######## rom_addr_seq ########
File: src/rtl/rom_seq_pkg.sv
`default_nettype none
// ============================================================================
//  Module      : rom_seq_pkg
//  Description : Shared constants for the ROM address sequencer: FSM state
//                encoding and default ROM geometry.
//  Revision    : 1.0 - initial release
// ============================================================================
package rom_seq_pkg;

  // Default ROM geometry (8 words x 4 bits)
  localparam int AW_DEFAULT = 3;
  localparam int DW_DEFAULT = 4;

  // Sequencer state encoding
  typedef logic [1:0] state_t;
  localparam state_t IDLE  = 2'd0;
  localparam state_t FETCH = 2'd1;
  localparam state_t HOLD  = 2'd2;
  localparam state_t DONE  = 2'd3;

endpackage : rom_seq_pkg
`default_nettype wire

File: src/rtl/rom_addr_seq.sv
`default_nettype none
// ============================================================================
//  Module      : rom_addr_seq
//  Description : Sweeps a combinational ROM from word 0 to word 2^AW-1,
//                captures each word and offers it downstream on a
//                valid/ready handshake. Single-pass or continuous looping,
//                with fetches paced by a one-cycle step_en tick.
//  Ports       : clk, rst_n      - clock, asynchronous active-low reset
//                start           - begin a pass (sampled in IDLE only)
//                stop            - synchronous abort (any non-IDLE state)
//                mode_loop       - 1 = wrap last word back to 0 forever
//                step_en         - fetch pacing tick
//                addr            - registered ROM address
//                rom_data        - combinational ROM word for addr
//                dout/dout_valid - captured word and its valid flag
//                dout_ready      - downstream accept
//                busy            - high in FETCH and HOLD
//                done            - one-cycle pulse at end of a single pass
//  Revision    : 1.0 - initial release
// ============================================================================
module rom_addr_seq
  import rom_seq_pkg::*;
#(
  parameter int AW = AW_DEFAULT,
  parameter int DW = DW_DEFAULT
) (
  input  logic          clk,
  input  logic          rst_n,
  input  logic          start,
  input  logic          stop,
  input  logic          mode_loop,
  input  logic          step_en,
  output logic [AW-1:0] addr,
  input  logic [DW-1:0] rom_data,
  output logic [DW-1:0] dout,
  output logic          dout_valid,
  input  logic          dout_ready,
  output logic          busy,
  output logic          done
);

  localparam logic [AW-1:0] C_LAST_ADDR = {AW{1'b1}};

  state_t r_state;

  always_ff @(posedge clk or negedge rst_n) begin
    if (!rst_n) begin
      r_state    <= IDLE;
      addr       <= '0;
      dout       <= '0;
      dout_valid <= 1'b0;
    end else begin
      case (r_state)
        IDLE: begin
          // stop has no meaning here; start alone decides
          if (start) begin
            addr    <= '0;
            r_state <= FETCH;
          end
        end

        FETCH: begin
          if (stop) begin
            addr       <= '0;
            dout_valid <= 1'b0;
            r_state    <= IDLE;
          end else if (step_en) begin
            dout       <= rom_data;
            dout_valid <= 1'b1;
            r_state    <= HOLD;
          end
        end

        HOLD: begin
          // stop overrides a coincident handshake: the word is dropped as
          // consumed and the address returns to 0
          if (stop) begin
            addr       <= '0;
            dout_valid <= 1'b0;
            r_state    <= IDLE;
          end else if (dout_valid && dout_ready) begin
            dout_valid <= 1'b0;
            if (addr != C_LAST_ADDR) begin
              addr    <= addr + 1'b1;
              r_state <= FETCH;
            end else if (mode_loop) begin
              addr    <= '0;
              r_state <= FETCH;
            end else begin
              r_state <= DONE;
            end
          end
        end

        DONE: begin
          addr       <= '0;
          dout_valid <= 1'b0;
          r_state    <= IDLE;
        end

        default: begin
          addr       <= '0;
          dout_valid <= 1'b0;
          r_state    <= IDLE;
        end
      endcase
    end
  end

  // Status outputs are pure decodes of the state register
  assign busy = (r_state == FETCH) || (r_state == HOLD);
  assign done = (r_state == DONE);

endmodule : rom_addr_seq
`default_nettype wire

File: config.mk
export PLATFORM = sky130hd
export DESIGN_NAME = rom_addr_seq
export DESIGN_NICKNAME = d
export VERILOG_FILES = /design/src/rtl/rom_seq_pkg.sv /design/src/rtl/rom_addr_seq.sv
export SDC_FILE = /design/constraint.sdc
export NUM_CORES = 1
export LEC_CHECK = 0
export CAP_MARGIN = 40
export CORE_MARGIN = 3
export CORE_UTILIZATION = 43
export CTS_CLUSTER_SIZE = 30
export DETAILED_ROUTE_END_ITERATION = 8
export PLACE_DENSITY = 0.74
export SETUP_SLACK_MARGIN = 0.5
export SLEW_MARGIN = 20
export SYNTH_ARGS = -nofsm -noshare
export SYNTH_HDL_FRONTEND = slang
export SYNTH_SLANG_ARGS = --single-unit
File: constraint.sdc
create_clock -name clk -period 2.1 [get_ports clk]
set_input_delay 0.42 -clock clk [delete_from_list [all_inputs] [get_ports clk]]
set_output_delay 0.42 -clock clk [all_outputs]
set_load 0.01 [all_outputs]
==> reports/results.ini <==
[drt]
iteration_count_of_the_initial_detailed_routing_pass = 1
route.detailed.vias_per_inst = 5.100
postRouteWirelength_um = 1283
highest_layer = met3
wl_met3_um = 79
routed-via-count = 510
route.detailed.drc = 0

[worst_setup_path]
rr_endpoint = r_state[1]
critical_path.top_delay_family = flip-flops
critPathArrivalTime_ns = 1.77
r2r_cells = 7
critical_path.max_fanout = 3

[job]
warnings = 32
maxCapViolations = 0

[power]
power_leader = combinational cells
leakagePower_nw = 0.4859
clock_power_share_pct = 15.2

[global_route]
gr-usage-met1_pct = 17.09

[die]
rows = 13
fp.dieW_um = 44.03
dieArea_sq_um = 1939
fp_util_pct = 46.62

[placed_design]
pre_cts_ws_ns = 0.2173
post_dp_cell_area_sq_um = 845.8
post-dp-hpwl_um = 905.6

[cells_and_area]
regMostFlops = dout
largest_register_ff_count = 4
fillers = 98
n_multi_input_combinational_cell = 36
post_route_cells_drive_above_1_share_pct = 40.00
layout_cells_excl_fill = 100
final_net_count = 104
seq_cells = 10

[sta]
final_min_period_over_clock_period_pct = 77.45
worst_pin_slew_ns = 0.4522

[synthesis]
syn_area_per_cell_sq_um = 11.96
yosysTopAreaCellShare_pct = 40.24
synth.cellmix.xorXnorShare_pct = 0
ff_latch_count_synth = 10
yosys-dominant-comb-family = multiplexers

[status]
status = finished, final reports clean

[clocking]
cts_repair_resize_count = 17
cts_made_buffers = 3

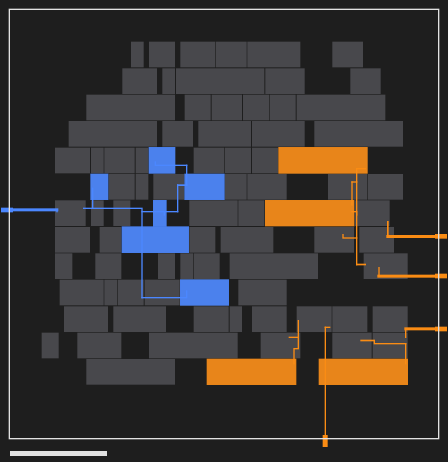
*Port wiring, rom_addr_seq*
Bar = 10 um.
blue -> stop  # direction input, edge left, end cells 6, buffers 1, wire 40.3 um
orange -> dout  # direction output, edge 3 right, 1 bottom, end cells 4, buffers 4, wire 58.1 um
Top-Level Pins: 21
number of buffer cells added on primary ports: 20

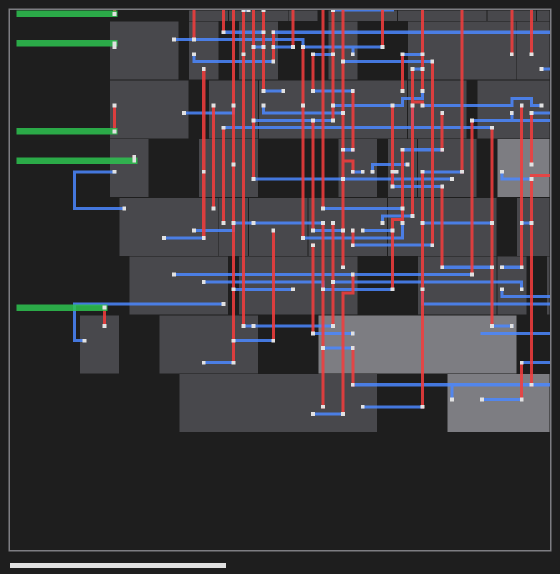
*Layout detail, rom_addr_seq*
Bar = 10 um. Window x 0 to 25, y 0 to 25 um. Cells in grey, sequential cells in the stronger grey; small squares are vias.
red -> metal 2
green -> metal 3
blue -> metal 1
cells with their middle in the window = 30
most frequent = buf_4 (4), ha_1 (3)
sequential cells in the window = 2
netlist names of flops here include = dout (1), r_state (1)


######## my_verilog ########
### Where the registers sit, my_verilog

Bar = 50 um. Other sequential cells in the stronger grey, the rest of the logic in the fainter grey.
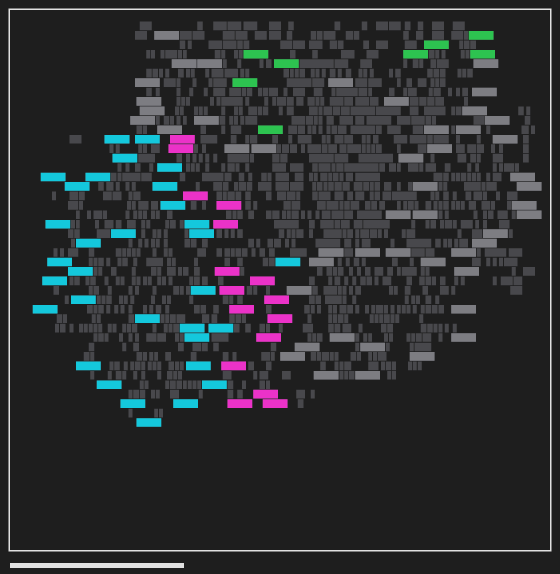
### Port wiring, my_verilog

Bar = 50 um.
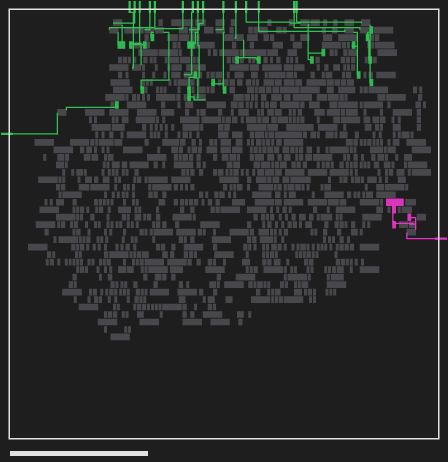
### config.mk
export PLATFORM = sky130hd
export DESIGN_NAME = my_verilog
export DESIGN_NICKNAME = d
export VERILOG_FILES = /design/src/rtl/my_verilog_pkg.sv /design/src/rtl/my_verilog.sv
export SDC_FILE = /design/constraint.sdc
export NUM_CORES = 1
export LEC_CHECK = 0
export ABC_AREA = 1
export CORE_MARGIN = 2
export CORE_UTILIZATION = 26
export CTS_BUF_LIST = sky130_fd_sc_hd__clkbuf_8
export DETAILED_ROUTE_END_ITERATION = 6
export MAX_ROUTING_LAYER = met4
export SYNTH_ARGS = -nofsm -noshare
export SYNTH_HDL_FRONTEND = slang
export SYNTH_SLANG_ARGS = --single-unit
### constraint.sdc
create_clock -name clk -period 1.8 [get_ports clk]
set_input_delay 0.18 -clock clk [delete_from_list [all_inputs] [get_ports clk]]
set_output_delay 0.18 -clock clk [all_outputs]
set_load 0.01 [all_outputs]
### src/rtl/my_verilog_pkg.sv
// Local-bus register map for the PL register block.
// Address constants and default read values.
package my_verilog_pkg;

    localparam logic [15:0] ADDR_ID      = 16'h0000;
    localparam logic [15:0] ADDR_LED     = 16'h0001;
    localparam logic [15:0] ADDR_SCRATCH = 16'h0002;
    localparam logic [15:0] ADDR_CNT_LO  = 16'h0003;
    localparam logic [15:0] ADDR_CNT_HI  = 16'h0004;
    localparam logic [15:0] ADDR_WRCOUNT = 16'h0005;
    localparam logic [15:0] ADDR_A7COUNT = 16'h0006;

    localparam logic [15:0] ID_DEFAULT       = 16'hBEEF;
    localparam logic [15:0] UNMAPPED_DEFAULT = 16'hDEAD;

endpackage

### src/rtl/my_verilog.sv
// PL register block: decodes local-bus strobes into ID, LED, scratch,
// cycle counter with coherent HI shadow, and write/A7 activity counters.
module my_verilog
    import my_verilog_pkg::*;
#(
    parameter logic [15:0] ID_VALUE       = ID_DEFAULT,
    parameter logic [15:0] UNMAPPED_VALUE = UNMAPPED_DEFAULT
) (
    input  logic        clk,
    input  logic        reset,
    input  logic [15:0] baddr,
    input  logic [15:0] bwrdata,
    input  logic        bwr,
    input  logic        bstrobe,
    input  logic        do_a7_write,
    output logic [15:0] brddata,
    output logic [7:0]  led
);

    logic [31:0] cnt;
    logic [15:0] cnt_hi;
    logic [15:0] scratch;
    logic [15:0] wrcount;
    logic [15:0] a7count;
    logic        local_wr;
    logic        local_rd;
    logic        a7_txn;

    // A7 transactions are never decoded locally, whatever bwr says
    assign local_wr = bstrobe & bwr & ~do_a7_write;
    assign local_rd = bstrobe & ~bwr & ~do_a7_write;
    assign a7_txn   = bstrobe & do_a7_write;

    always_ff @(posedge clk) begin
        if (reset) begin
            cnt     <= '0;
            cnt_hi  <= '0;
            led     <= '0;
            scratch <= '0;
            wrcount <= '0;
            a7count <= '0;
        end else begin
            cnt <= cnt + 32'd1;
            // Shadow the pre-edge upper half so LO/HI read as one snapshot
            if (local_rd && baddr == ADDR_CNT_LO) begin
                cnt_hi <= cnt[31:16];
            end
            if (local_wr) begin
                if (baddr == ADDR_WRCOUNT) begin
                    wrcount <= '0;
                end else begin
                    wrcount <= wrcount + 16'd1;
                end
                if (baddr == ADDR_LED) begin
                    led <= bwrdata[7:0];
                end
                if (baddr == ADDR_SCRATCH) begin
                    scratch <= bwrdata;
                end
                if (baddr == ADDR_A7COUNT) begin
                    a7count <= '0;
                end
            end
            if (a7_txn) begin
                a7count <= a7count + 16'd1;
            end
        end
    end

    always_comb begin
        brddata = UNMAPPED_VALUE;
        case (baddr)
            ADDR_ID:      brddata = ID_VALUE;
            ADDR_LED:     brddata = {8'h00, led};
            ADDR_SCRATCH: brddata = scratch;
            ADDR_CNT_LO:  brddata = cnt[15:0];
            ADDR_CNT_HI:  brddata = cnt_hi;
            ADDR_WRCOUNT: brddata = wrcount;
            ADDR_A7COUNT: brddata = a7count;
            default:      brddata = UNMAPPED_VALUE;
        endcase
    end

endmodule

==> reports/results.ini <==
[die]
fp.dieW_um = 155.5
rows = 55

[sta]
setup_ws_ns = 0.05744
final-hold-violation-count = 0
fin_skew_ns = 0.01431

[synthesis]
yosysTopAreaCellShare_pct = 34.87
synth.cellmix.xorXnorShare_pct = 2.200

[placed_design]
place.gp.congestion = 0.9578

[global_route]
pin_count_of_the_biggest_net_entering_global_routing = 69
grt_met3_use_pct = 3.167

[cells_and_area]
finish.utilization_pct = 35.50
seq_cells = 104

[status]
violations = design-rule violations
status = finished with violations

[drt]
dr_wl_met2_um = 8923
route.detailed.drc = 7
m1WireLength_um = 9273

[worst_setup_path]
worst_ep_required_time_ns = 1.62
timing_worst_setup_path_type = in -> out

[clocking]
maximum_clock_insertion_buffer_count = 2

[power]
pwr-share-seq_pct = 57.9

Notes on 'Where the registers sit' of my_verilog above:
green -> led  # placed flops 8
cyan -> cnt  # placed flops 32, where left middle
magenta -> cnt_hi  # placed flops 16
not coloured = 48
Seq group: 0.00232 W
Seq area share: 25.98%
sequential standard cell area: 2082 sq um

Notes on 'Port wiring' of my_verilog above:
green -> bwrdata  # direction input, edge 15 top, 1 left, end cells 24, buffers 16, wire 554 um
magenta -> bstrobe  # direction input, edge right, end cells 4, buffers 2, wire 37.2 um
Top-Level Pins: 61
number of buffer cells added on primary ports: 60



==> notes/layouts.md <==
Pictures saved along the way, in no particular order.

Congestion heat map.
Plate I
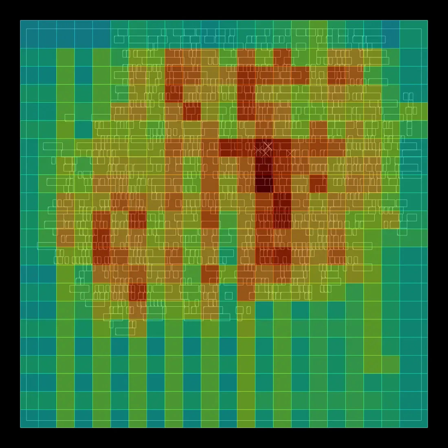
Plate II
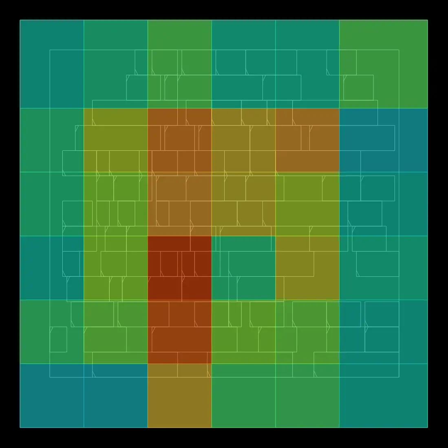
Of these, highest utilization: Plate II
Of these, highest track usage: Plate I
my_verilog -> Plate I
rom_addr_seq -> Plate II

No activity file was given, so power comes from the tool's default toggle rates.
